# tx_turn_mem_wr

[config.mk]
export PLATFORM = sky130hd
export DESIGN_NAME = tx_turn_mem_wr
export DESIGN_NICKNAME = d
export VERILOG_FILES = /design/src/rtl/tx_turn_mem_wr.sv
export SDC_FILE = /design/constraint.sdc
export NUM_CORES = 1
export LEC_CHECK = 0
export CAP_MARGIN = 0
export CORE_MARGIN = 3
export CORE_UTILIZATION = 49
export DETAILED_ROUTE_END_ITERATION = 10
export GPL_ROUTABILITY_DRIVEN = 0
export PLACE_DENSITY = 0.79
export SLEW_MARGIN = 10
export SYNTH_ARGS = -nofsm -noshare
export SYNTH_HDL_FRONTEND = slang
export SYNTH_SLANG_ARGS = --single-unit
[constraint.sdc]
create_clock -name trn_clk -period 4.85 [get_ports trn_clk]
set_input_delay 0.7275 -clock trn_clk [delete_from_list [all_inputs] [get_ports trn_clk]]
set_output_delay 0.7275 -clock trn_clk [all_outputs]
set_load 0.005 [all_outputs]
[src/rtl/tx_turn_mem_wr.sv]
// TRN TX memory-write issuer: latches one write request, waits for an arbiter turn,
// then emits a single 2-DW MWr TLP. Optional build macro ADDR32_HDR_EN enables 3DW headers.
module tx_turn_mem_wr #(
    parameter logic [7:0] TAG_BASE = 8'h00
) (
    input  logic        trn_clk,
    input  logic        reset_n,
    input  logic        tx_turn,
    output logic        tx_driven,
    input  logic        req_valid,
    output logic        req_ready,
    input  logic [63:0] req_addr,
    input  logic [63:0] req_data,
    input  logic [15:0] cfg_completer_id,
    input  logic        trn_tbuf_av_p,
    output logic [63:0] trn_td,
    output logic [7:0]  trn_trem_n,
    output logic        trn_tsof_n,
    output logic        trn_teof_n,
    output logic        trn_tsrc_rdy_n,
    input  logic        trn_tdst_rdy_n,
    output logic        done
);

    localparam logic [2:0] S_IDLE    = 3'd0;
    localparam logic [2:0] S_BEAT0   = 3'd1;
    localparam logic [2:0] S_BEAT1   = 3'd2;
    localparam logic [2:0] S_BEAT2   = 3'd3;
    localparam logic [2:0] S_RELEASE = 3'd4;

    logic [2:0]  state_q, state_d;
    logic        pending_q, pending_d;
    logic [7:0]  tag_q, tag_d;
    logic        hdr3_q, hdr3_d;
    logic        tx_driven_q, tx_driven_d;
    logic        req_ready_q, req_ready_d;
    logic        done_q, done_d;
    logic [63:0] td_q, td_d;
    logic [7:0]  trem_n_q, trem_n_d;
    logic        tsof_n_q, tsof_n_d;
    logic        teof_n_q, teof_n_d;
    logic        tsrc_rdy_n_q, tsrc_rdy_n_d;

    // Request payload registers carry no reset; pending_q qualifies them.
    logic [63:3] addr_q;
    logic [63:0] data_q;

    logic accept;
    logic beat_ack;
    logic use_hdr3;
    logic addr_lsb_unused;

    // Sub-QW address bits are never used: the TLP is always QW aligned.
    assign addr_lsb_unused = ^req_addr[2:0];

    assign accept   = req_valid && req_ready_q;
    assign beat_ack = !trn_tdst_rdy_n;

`ifdef ADDR32_HDR_EN
    assign use_hdr3 = (addr_q[63:32] == 32'h0000_0000);
`else
    assign use_hdr3 = 1'b0;
`endif

    // DW0: fmt, type, TC/TD/EP/attr zero, two-DW payload.
    function automatic logic [31:0] hdr_dw0(input logic hdr3);
        logic [1:0] fmt;
        fmt = hdr3 ? 2'b10 : 2'b11;
        return {1'b0, fmt, 5'b00000, 1'b0, 3'b000, 4'b0000,
                1'b0, 1'b0, 2'b00, 2'b00, 10'd2};
    endfunction

    function automatic logic [31:0] hdr_dw1(input logic [15:0] req_id,
                                            input logic [7:0]  tag);
        return {req_id, tag, 4'hF, 4'hF};
    endfunction

    always_comb begin
        state_d      = state_q;
        pending_d    = pending_q;
        tag_d        = tag_q;
        hdr3_d       = hdr3_q;
        tx_driven_d  = tx_driven_q;
        done_d       = 1'b0;
        td_d         = td_q;
        trem_n_d     = trem_n_q;
        tsof_n_d     = tsof_n_q;
        teof_n_d     = teof_n_q;
        tsrc_rdy_n_d = tsrc_rdy_n_q;

        if (accept) begin
            pending_d = 1'b1;
        end

        case (state_q)
            S_IDLE: begin
                if (tx_turn && pending_q && trn_tbuf_av_p) begin
                    state_d      = S_BEAT0;
                    tx_driven_d  = 1'b1;
                    hdr3_d       = use_hdr3;
                    td_d         = {hdr_dw0(use_hdr3), hdr_dw1(cfg_completer_id, tag_q)};
                    trem_n_d     = 8'h00;
                    tsof_n_d     = 1'b0;
                    teof_n_d     = 1'b1;
                    tsrc_rdy_n_d = 1'b0;
                end
            end
            S_BEAT0: begin
                if (beat_ack) begin
                    state_d  = S_BEAT1;
                    tsof_n_d = 1'b1;
                    if (hdr3_q) begin
                        td_d = {addr_q[31:3], 3'b000, data_q[31:0]};
                    end else begin
                        td_d = {addr_q[63:32], addr_q[31:3], 3'b000};
                    end
                end
            end
            S_BEAT1: begin
                if (beat_ack) begin
                    state_d  = S_BEAT2;
                    teof_n_d = 1'b0;
                    if (hdr3_q) begin
                        td_d     = {data_q[63:32], 32'h0000_0000};
                        trem_n_d = 8'h0F;
                    end else begin
                        td_d     = {data_q[31:0], data_q[63:32]};
                        trem_n_d = 8'h00;
                    end
                end
            end
            S_BEAT2: begin
                if (beat_ack) begin
                    state_d      = S_RELEASE;
                    pending_d    = 1'b0;
                    tag_d        = tag_q + 8'd1;
                    done_d       = 1'b1;
                    tsrc_rdy_n_d = 1'b1;
                    teof_n_d     = 1'b1;
                    trem_n_d     = 8'h00;
                end
            end
            S_RELEASE: begin
                state_d     = S_IDLE;
                tx_driven_d = 1'b0;
            end
            default: begin
                state_d      = S_IDLE;
                tx_driven_d  = 1'b0;
                tsrc_rdy_n_d = 1'b1;
                tsof_n_d     = 1'b1;
                teof_n_d     = 1'b1;
            end
        endcase

        // Ready is registered so it reads low throughout reset.
        req_ready_d = (state_d == S_IDLE) && !pending_d;
    end

    always_ff @(posedge trn_clk or negedge reset_n) begin
        if (!reset_n) begin
            state_q      <= S_IDLE;
            pending_q    <= 1'b0;
            tag_q        <= TAG_BASE;
            hdr3_q       <= 1'b0;
            tx_driven_q  <= 1'b0;
            req_ready_q  <= 1'b0;
            done_q       <= 1'b0;
            td_q         <= 64'h0;
            trem_n_q     <= 8'h00;
            tsof_n_q     <= 1'b1;
            teof_n_q     <= 1'b1;
            tsrc_rdy_n_q <= 1'b1;
        end else begin
            state_q      <= state_d;
            pending_q    <= pending_d;
            tag_q        <= tag_d;
            hdr3_q       <= hdr3_d;
            tx_driven_q  <= tx_driven_d;
            req_ready_q  <= req_ready_d;
            done_q       <= done_d;
            td_q         <= td_d;
            trem_n_q     <= trem_n_d;
            tsof_n_q     <= tsof_n_d;
            teof_n_q     <= teof_n_d;
            tsrc_rdy_n_q <= tsrc_rdy_n_d;
        end
    end

    always_ff @(posedge trn_clk) begin
        if (accept) begin
            addr_q <= req_addr[63:3];
            data_q <= req_data;
        end
    end

    assign tx_driven      = tx_driven_q;
    assign req_ready      = req_ready_q;
    assign done           = done_q;
    assign trn_td         = td_q;
    assign trn_trem_n     = trem_n_q;
    assign trn_tsof_n     = tsof_n_q;
    assign trn_teof_n     = teof_n_q;
    assign trn_tsrc_rdy_n = tsrc_rdy_n_q;

endmodule

==> job_summary.md <==
## Synthesis and layout report

| Metric | Value |
|---|---|
| Status | finished, final reports clean |
| Fraction of area in registers | 50.1% |
| Power Density | 599 nW/um^2 |
| Die area | 19,200 um^2 |
| Most common logic cells in the final layout | 215 x clkdlybuf4s50_1, 125 x edfxtp_1, 117 x o31ai_1 |
| Logic pwr share | 35.9% |
| Clk pwr share | 25.4% |
| Period utilisation layout | 55.5% |
| Die height | 139 um |
| Met1 Wirelength | 8580 um |
| Post-CTS sizing | 0 |
| Mux area share | 0.247% |
| Metal3 WL | 2040 um |
| Worst Max-Slew Pin Slew | 1.06 ns |
| DR top layer | met4 |
| Reg power frac | 38.7% |
| CTS Buf Count | 23 |
| Critical path peak fanout | 57 |
| Fin Clk Skew | 0.0110 ns |
| DRT Pass-1 Iters | 5 |
| Largest net degree at the start of global routing | 88 |
| Leakage | 4.20 nW |
| Clock tree from TritonCTS | done |
| Worst path cell trace | buf_4 > a311oi_4 > or3_2 > buf_4 > o31a_1 |
| Xor/xnor share | 0.813% |
| CP Data Arrival Time | 3.08 ns |
| Biggest area consumer among synthesized cells | edfxtp_1 |
| Critical path data required time | 5.23 ns |
| First-pass GRT wire length | 35,500 um |
| Worst path max stage delay | 0.68 ns |
| Hold WC Path Type | input pin to async pin |
| Clk_buf instances | 30 |
| # Cells Yosys | 611 |
| Logic Gate Count | 328 |
| Initial antenna violation count | 0 |
| Area-dominant class | flip-flops and latches |
| Seq cells post-synth | 207 |
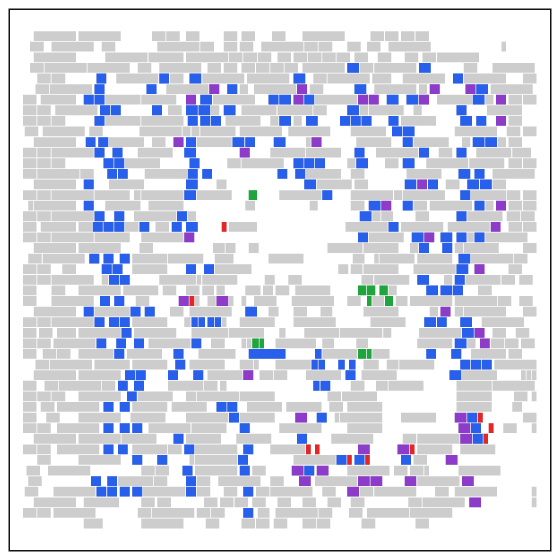
(tx_turn_mem_wr/logic_types.png)
green -> NAND gates  # cells 10, most used nand4_1
blue -> inverting AOI/OAI gates  # cells 209, most used o31ai_1, where all over the die
red -> inverters  # cells 10, most used inv_1
purple -> AND-OR and OR-AND gates  # cells 43, most used o21a_1
most numerous logic cell after layout: clkdlybuf4s50_1
logic share of the area: 21.3%
final std cells w/o fill: 1,032

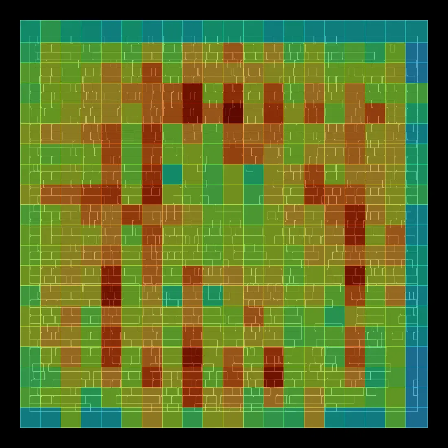
(tx_turn_mem_wr/congestion.png)
met1 Use GR: 29.4%
wire length per cell: 21.6 um
total track usage: 22.7%
Layout Utilization: 68.8%

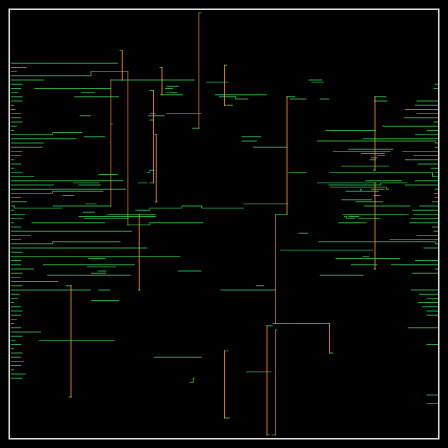
(tx_turn_mem_wr/wires.png)
Only two layers are drawn.
orange -> metal 4  # wire length 497 um
green -> metal 3  # wire length 2,040 um
routed via count: 6,308
WL final: 22,300 um


# xnor_serial_cmp

File: src/rtl/xnor_cmp_pkg.sv
// Shared definitions for the bit-serial XNOR word comparator.
package xnor_cmp_pkg;

  // FSM state encoding. 2'b11 is unused and recovers to ST_IDLE.
  typedef enum logic [1:0] {
    ST_IDLE = 2'b00,
    ST_RUN  = 2'b01,
    ST_DONE = 2'b10
  } cmp_state_e;

  // Width of a counter that must hold the values 0..width inclusive.
  function automatic int unsigned cnt_width(input int unsigned width);
    return $clog2(width + 1);
  endfunction

endpackage

File: src/rtl/xnor_gate.sv
// Single-bit XNOR cell; the only comparison logic in the serial comparator.
module xnor_gate (
  input  logic a,
  input  logic b,
  output logic y
);

  assign y = ~(a ^ b);

endmodule

File: src/rtl/xnor_serial_cmp.sv
// Bit-serial word comparator: walks one shared XNOR cell across WIDTH bit
// positions, then reports the match count, word equality and threshold pass.
module xnor_serial_cmp
  import xnor_cmp_pkg::*;
#(
  parameter  int unsigned WIDTH = 8,
  localparam int unsigned CNT_W = cnt_width(WIDTH)
) (
  input  logic             clk,
  input  logic             rst,
  input  logic             start,
  input  logic [WIDTH-1:0] a_in,
  input  logic [WIDTH-1:0] b_in,
  input  logic [CNT_W-1:0] thresh,
  output logic             busy,
  output logic             done,
  output logic [CNT_W-1:0] match_cnt,
  output logic             equal,
  output logic             pass
);

  localparam logic [CNT_W-1:0] LastIdx  = CNT_W'(WIDTH - 1);
  localparam logic [CNT_W-1:0] FullCnt  = CNT_W'(WIDTH);

  cmp_state_e       state_q, state_d;
  logic [WIDTH-1:0] a_sr_q, a_sr_d;
  logic [WIDTH-1:0] b_sr_q, b_sr_d;
  logic [CNT_W-1:0] thr_q, thr_d;
  logic [CNT_W-1:0] idx_q, idx_d;
  logic [CNT_W-1:0] cnt_q, cnt_d;
  logic [CNT_W-1:0] match_cnt_q, match_cnt_d;
  logic             equal_q, equal_d;
  logic             pass_q, pass_d;

  logic             bit_match;
  logic [CNT_W-1:0] cnt_next;

  xnor_gate u_xnor_gate (
    .a (a_sr_q[0]),
    .b (b_sr_q[0]),
    .y (bit_match)
  );

  // Next-state and datapath update; results only change on DONE entry.
  always_comb begin
    state_d     = state_q;
    a_sr_d      = a_sr_q;
    b_sr_d      = b_sr_q;
    thr_d       = thr_q;
    idx_d       = idx_q;
    cnt_d       = cnt_q;
    match_cnt_d = match_cnt_q;
    equal_d     = equal_q;
    pass_d      = pass_q;
    // Count including the bit currently on the gate; never exceeds WIDTH.
    cnt_next    = cnt_q + CNT_W'(bit_match);

    case (state_q)
      ST_IDLE: begin
        if (start) begin
          a_sr_d  = a_in;
          b_sr_d  = b_in;
          thr_d   = thresh;
          cnt_d   = '0;
          idx_d   = '0;
          state_d = ST_RUN;
        end
      end
      ST_RUN: begin
        a_sr_d = a_sr_q >> 1;
        b_sr_d = b_sr_q >> 1;
        idx_d  = idx_q + CNT_W'(1);
        cnt_d  = cnt_next;
        if (idx_q == LastIdx) begin
          match_cnt_d = cnt_next;
          equal_d     = (cnt_next == FullCnt);
          // Thresholds above WIDTH can never be reached, so fail naturally.
          pass_d      = (cnt_next >= thr_q);
          state_d     = ST_DONE;
        end
      end
      ST_DONE: state_d = ST_IDLE;
      default: state_d = ST_IDLE;
    endcase
  end

  // State register with synchronous reset; reset aborts any operation.
  always_ff @(posedge clk) begin
    if (rst) begin
      state_q     <= ST_IDLE;
      a_sr_q      <= '0;
      b_sr_q      <= '0;
      thr_q       <= '0;
      idx_q       <= '0;
      cnt_q       <= '0;
      match_cnt_q <= '0;
      equal_q     <= 1'b0;
      pass_q      <= 1'b0;
    end else begin
      state_q     <= state_d;
      a_sr_q      <= a_sr_d;
      b_sr_q      <= b_sr_d;
      thr_q       <= thr_d;
      idx_q       <= idx_d;
      cnt_q       <= cnt_d;
      match_cnt_q <= match_cnt_d;
      equal_q     <= equal_d;
      pass_q      <= pass_d;
    end
  end

  // Handshake flags decode straight from the state register.
  always_comb begin
    busy      = (state_q == ST_RUN);
    done      = (state_q == ST_DONE);
    match_cnt = match_cnt_q;
    equal     = equal_q;
    pass      = pass_q;
  end

endmodule

File: config.mk
export PLATFORM = sky130hd
export DESIGN_NAME = xnor_serial_cmp
export DESIGN_NICKNAME = d
export VERILOG_FILES = /design/src/rtl/xnor_cmp_pkg.sv /design/src/rtl/xnor_gate.sv /design/src/rtl/xnor_serial_cmp.sv
export SDC_FILE = /design/constraint.sdc
export NUM_CORES = 1
export LEC_CHECK = 0
export CAP_MARGIN = 25
export CORE_MARGIN = 5
export CORE_UTILIZATION = 39
export CTS_CLUSTER_DIAMETER = 60
export DETAILED_ROUTE_END_ITERATION = 16
export DONT_BUFFER_PORTS = 1
export PLACE_DENSITY = 0.56
export SYNTH_ARGS = -nofsm -noshare
export SYNTH_HDL_FRONTEND = slang
export SYNTH_HIERARCHICAL = 1
export SYNTH_SLANG_ARGS = --single-unit
File: constraint.sdc
create_clock -name clk -period 2.6 [get_ports clk]
set_input_delay 0.52 -clock clk [delete_from_list [all_inputs] [get_ports clk]]
set_output_delay 0.52 -clock clk [all_outputs]
set_load 0.05 [all_outputs]
==> job_summary.md <==
## Synthesis and layout report

| Metric | Value |
|---|---|
| Status | finished, final reports clean |
| Hold depth | 1 |
| Crit Path Category | flop to flop |
| Total power | 0.00120 W |
| Max-slew headroom | 51.0% |
| Area-dominant class | logic gates |
| Core Util at FP | 39.4% |
| Syn avg cell area | 8.30 um^2 |
| Die width | 75.9 um |
| # port buffers | 0 |
| Cell area leaders | dfxtp_1 43%, nor2_1 9.8%, nor2b_1 5.5% |
| Routability cong. | 0.714 |
| Clk. pwr | 0.000426 W |
| Slowest CP cell | ha_1 |
| NonClk Buf Share | 1.67% |
| Metal3 WL | 194 um |
| First-pass GRT wire length | 5760 um |
| # Cells Yosys | 204 |
| Rows | 24 |
| FF/Latch Area | 721 um^2 |
| Largest net degree at the start of global routing | 28 |
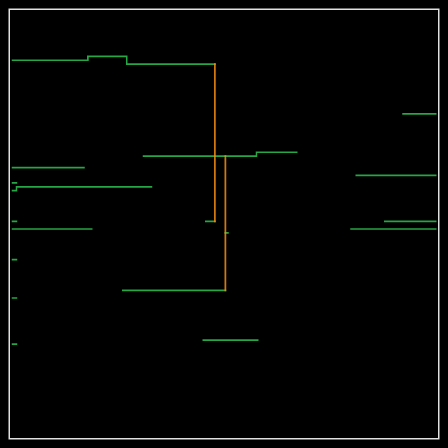
(xnor_serial_cmp/wires.png)
Only two layers are drawn.
green -> metal 3  # wire length 195 um
orange -> metal 4  # wire length 51.7 um
total track usage: 13.6%
WL final: 3510 um
wire length per cell: 13.8 um


# add_nbit_pipe

==> add_nbit_pipe/wires.png <==
Only two layers are drawn.
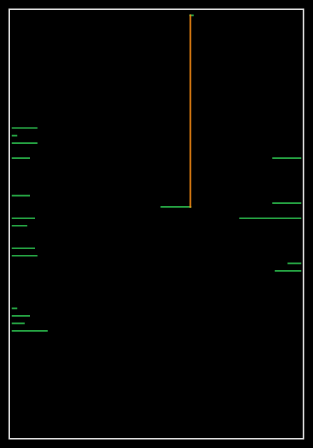
==> add_nbit_pipe/congestion.png <==
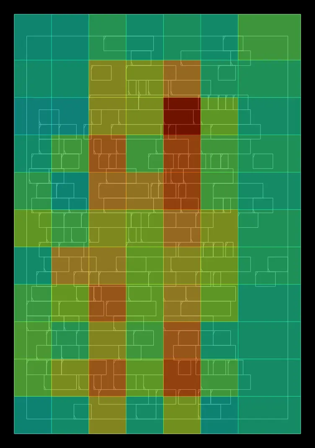
===== config.mk =====
export PLATFORM = sky130hd
export DESIGN_NAME = add_nbit_pipe
export DESIGN_NICKNAME = d
export VERILOG_FILES = /design/src/rtl/add_nbit_pipe.sv
export SDC_FILE = /design/constraint.sdc
export NUM_CORES = 1
export LEC_CHECK = 0
export CAP_MARGIN = 10
export CORE_ASPECT_RATIO = 1.5
export CORE_MARGIN = 2
export CORE_UTILIZATION = 37
export DETAILED_ROUTE_END_ITERATION = 10
export GPL_ROUTABILITY_DRIVEN = 0
export PLACE_DENSITY = 0.63
export SYNTH_ARGS = -nofsm -noshare
export SYNTH_HDL_FRONTEND = slang
export SYNTH_SLANG_ARGS = --single-unit

===== constraint.sdc =====
create_clock -name clk -period 2.2 [get_ports clk]
set_clock_uncertainty 0.1 [all_clocks]
set_input_delay 0.66 -clock clk [delete_from_list [all_inputs] [get_ports clk]]
set_output_delay 0.66 -clock clk [all_outputs]
set_load 0.02 [all_outputs]

===== src/rtl/add_nbit_pipe.sv =====
`default_nettype none
// ============================================================================
// Module      : add_nbit_pipe
// Description : Pipelined N-bit adder/subtractor. The operands are split into
//               SEG-bit segments and one segment is resolved per stage, with
//               the segment carry registered between stages. Each stage has a
//               valid/ready handshake, so backpressure is taken one stage at a
//               time and throughput is one result per cycle. The last stage is
//               the output register.
// Revision    : 1.0 - initial release
// ----------------------------------------------------------------------------
// Parameters
//   WIDTH      operand/result width; must be a multiple of SEG
//   SEG        bits resolved per stage (STAGES = WIDTH/SEG, minimum 1)
// Ports
//   clk        rising-edge clock
//   rst_n      asynchronous active-low reset
//   in_valid   operand set present
//   in_ready   operand set accepted this cycle (forced 0 while in reset)
//   a, b       operands
//   cin        carry-in for add (ignored when sub=1)
//   sub        0: a+b+cin   1: a-b computed as a+~b+1
//   out_valid  result present
//   out_ready  downstream accepts the result
//   sum        result modulo 2^WIDTH
//   cout       carry out of the MSB (for sub, 1 = no borrow)
//   ovf        signed overflow (carry into MSB xor carry out of MSB)
// Build option
//   ADD_NBIT_PIPE_SAT_EN  when defined, sum saturates to the signed limit
//                         whenever ovf=1 (cout and ovf are unaffected)
// ============================================================================
module add_nbit_pipe #(
  parameter int WIDTH = 8,
  parameter int SEG   = 4
) (
  input  logic             clk,
  input  logic             rst_n,
  input  logic             in_valid,
  output logic             in_ready,
  input  logic [WIDTH-1:0] a,
  input  logic [WIDTH-1:0] b,
  input  logic             cin,
  input  logic             sub,
  output logic             out_valid,
  input  logic             out_ready,
  output logic [WIDTH-1:0] sum,
  output logic             cout,
  output logic             ovf
);

  localparam int STAGES = ((WIDTH / SEG) < 1) ? 1 : (WIDTH / SEG);
  localparam int LAST   = STAGES - 1;
  // Skew storage exists only between stages; keep at least one entry so the
  // declaration stays legal for the single-stage build.
  localparam int SKEW_N = (STAGES > 1) ? (STAGES - 1) : 1;

`ifdef ADD_NBIT_PIPE_SAT_EN
  localparam logic [WIDTH-1:0] SAT_POS = {1'b0, {(WIDTH-1){1'b1}}};
  localparam logic [WIDTH-1:0] SAT_NEG = {1'b1, {(WIDTH-1){1'b0}}};
`endif

  // --------------------------------------------------------------------------
  // Pipeline state
  // --------------------------------------------------------------------------
  logic [STAGES-1:0] valid_q;          // stage k holds a live operand set
  logic [STAGES-1:0] carry_q;          // carry out of segment k
  logic [WIDTH-1:0]  sum_q [STAGES];   // bits [(k+1)*SEG-1:0] resolved
  logic [WIDTH-1:0]  a_q   [SKEW_N];   // operand A travelling with stage k
  logic [WIDTH-1:0]  b_q   [SKEW_N];   // effective B (already inverted for sub)
  logic              ovf_q;            // final-stage overflow flag

  logic [STAGES:0]   stage_ready;      // stage_ready[STAGES] is the sink
  logic [WIDTH-1:0]  b_eff;
  logic              cin0;
  logic              ovf_d;

  // Subtraction is a + ~b + 1: invert B once at the entry and force the
  // stage-0 carry, so every later stage is a plain adder.
  assign b_eff = sub ? ~b : b;
  assign cin0  = sub | cin;

  // A stage can load when it is empty or when its content leaves this cycle.
  // The chain is resolved from the sink backwards in one block so that the
  // whole ready path is a single combinational process.
  always_comb begin
    stage_ready         = '0;
    stage_ready[STAGES] = out_ready;
    for (int k = STAGES - 1; k >= 0; k--) begin
      stage_ready[k] = !valid_q[k] || stage_ready[k+1];
    end
  end

  // Stage 0 is empty and therefore "ready" during reset, so the reset level
  // masks in_ready explicitly.
  assign in_ready = stage_ready[0] & rst_n;

  // --------------------------------------------------------------------------
  // Per-stage segment adders and registers
  // --------------------------------------------------------------------------
  for (genvar k = 0; k < STAGES; k++) begin : g_stage
    logic [SEG-1:0]   seg_a;
    logic [SEG-1:0]   seg_b;
    logic             seg_cin;
    logic             src_v;
    logic [WIDTH-1:0] src_sum;
    logic [SEG:0]     seg_res;
    logic [WIDTH-1:0] sum_d;

    if (k == 0) begin : g_head
      assign seg_a   = a[SEG-1:0];
      assign seg_b   = b_eff[SEG-1:0];
      assign seg_cin = cin0;
      assign src_v   = in_valid;
      assign src_sum = '0;

      if (STAGES > 1) begin : g_skew
        always_ff @(posedge clk or negedge rst_n) begin
          if (!rst_n) begin
            a_q[0] <= '0;
            b_q[0] <= '0;
          end else if (stage_ready[0] && in_valid) begin
            a_q[0] <= a;
            b_q[0] <= b_eff;
          end
        end
      end
    end else begin : g_body
      assign seg_a   = a_q[k-1][k*SEG +: SEG];
      assign seg_b   = b_q[k-1][k*SEG +: SEG];
      assign seg_cin = carry_q[k-1];
      assign src_v   = valid_q[k-1];
      assign src_sum = sum_q[k-1];

      if (k < LAST) begin : g_skew
        always_ff @(posedge clk or negedge rst_n) begin
          if (!rst_n) begin
            a_q[k] <= '0;
            b_q[k] <= '0;
          end else if (stage_ready[k] && valid_q[k-1]) begin
            a_q[k] <= a_q[k-1];
            b_q[k] <= b_q[k-1];
          end
        end
      end
    end

    assign seg_res = {1'b0, seg_a} + {1'b0, seg_b} + {{SEG{1'b0}}, seg_cin};

    // Lower segments come from the previous stage; this stage fills its own.
    always_comb begin
      sum_d                = src_sum;
      sum_d[k*SEG +: SEG]  = seg_res[SEG-1:0];
`ifdef ADD_NBIT_PIPE_SAT_EN
      // Overflow implies both effective operands share a sign; that sign
      // selects the limit the true result ran past.
      if ((k == LAST) && ovf_d) begin
        sum_d = seg_a[SEG-1] ? SAT_NEG : SAT_POS;
      end
`endif
    end

    always_ff @(posedge clk or negedge rst_n) begin
      if (!rst_n) begin
        valid_q[k] <= 1'b0;
        carry_q[k] <= 1'b0;
        sum_q[k]   <= '0;
      end else if (stage_ready[k]) begin
        valid_q[k] <= src_v;
        if (src_v) begin
          carry_q[k] <= seg_res[SEG];
          sum_q[k]   <= sum_d;
        end
      end
    end

    if (k == LAST) begin : g_tail
      logic msb_carry;

      // Carry into bit WIDTH-1 recovered from the MSB sum bit:
      // s = a ^ b ^ c_in  =>  c_in = a ^ b ^ s.
      assign msb_carry = seg_a[SEG-1] ^ seg_b[SEG-1] ^ seg_res[SEG-1];
      assign ovf_d     = msb_carry ^ seg_res[SEG];

      always_ff @(posedge clk or negedge rst_n) begin
        if (!rst_n) begin
          ovf_q <= 1'b0;
        end else if (stage_ready[k] && src_v) begin
          ovf_q <= ovf_d;
        end
      end
    end
  end

  // --------------------------------------------------------------------------
  // Outputs straight from the final-stage flops
  // --------------------------------------------------------------------------
  assign out_valid = valid_q[LAST];
  assign sum       = sum_q[LAST];
  assign cout      = carry_q[LAST];
  assign ovf       = ovf_q;

endmodule
`default_nettype wire


==> job_summary.md <==
## Synthesis and layout report

| Metric | Value |
|---|---|
| Logic inverters | 5 |
| Diode count | 0 |
| P_comb | 0.000685 W |
| Status | finished, final reports clean |
| DRC viols | 0 |
| Xor/xnor share | 8.55% |
| Critical path data required time | 2.25 ns |
| Clock Latency Late Sink | 0.26 ns |
| Worst Max-Slew Pin Slew | 0.313 ns |
| Io pins | 34 |
| Post-synth seq share | 47.0% |
| Top post-synthesis cells by count | 25 x dfrtp_1, 11 x nand2_1, 9 x xor2_1 |
| Hold WC Path Type | flop to flop |
| Met1 Wirelength | 888 um |
| Clock Path Buffers | 2 |
| Met2 GRT Util | 28.7% |
| Setup WS post-layout | 0.0482 ns |
| Reg-to-reg endpoint | ovf |
| Mux area share | 10.2% |
| Logic share of the area | 37.7% |
| Crit end category | flop |
| CP Data Arrival Time | 2.20 ns |
| Hold depth | 2 |
| Placed Area | 1750 um^2 |
| Most common cell on crit path | fa_2 |
| Clock-cell share of area | 2.48% |
| Vias in the first global route | 1,017 |
| Switching Share | 32.7% |
Notes on add_nbit_pipe/wires.png above:
orange -> metal 4  # wire length 34.7 um
green -> metal 3  # wire length 75.2 um
wire length per cell: 12.9 um
WL final: 2480 um

Notes on add_nbit_pipe/congestion.png above:
Layout Utilization: 53.1%
total track usage: 13.8%
GRT busiest layer: met2



## Gallery

Register map, names as in the netlist.
Plate I
Scale bar: 20 um. Other sequential cells in the stronger grey, the rest of the logic in the fainter grey.
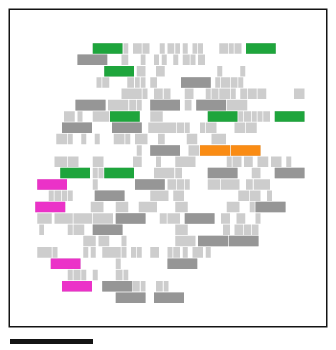
Plate II
Scale bar: 20 um. Other sequential cells in the stronger grey, the rest of the logic in the fainter grey.
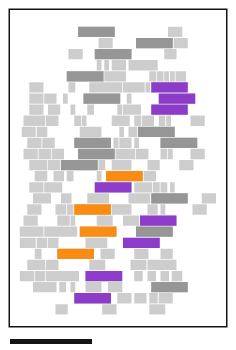
Plate III
Scale bar: 50 um. Other sequential cells in the stronger grey, the rest of the logic in the fainter grey.
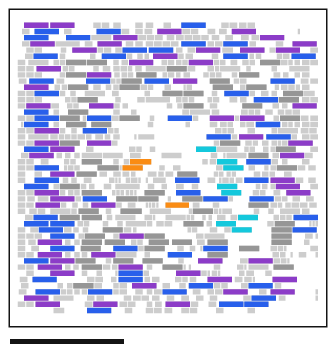
add_nbit_pipe: Plate II
xnor_serial_cmp: Plate I
tx_turn_mem_wr: Plate III
Of these, largest die: Plate III
Of these, fewest cells: Plate II

Power and IR drop assume default switching activity.
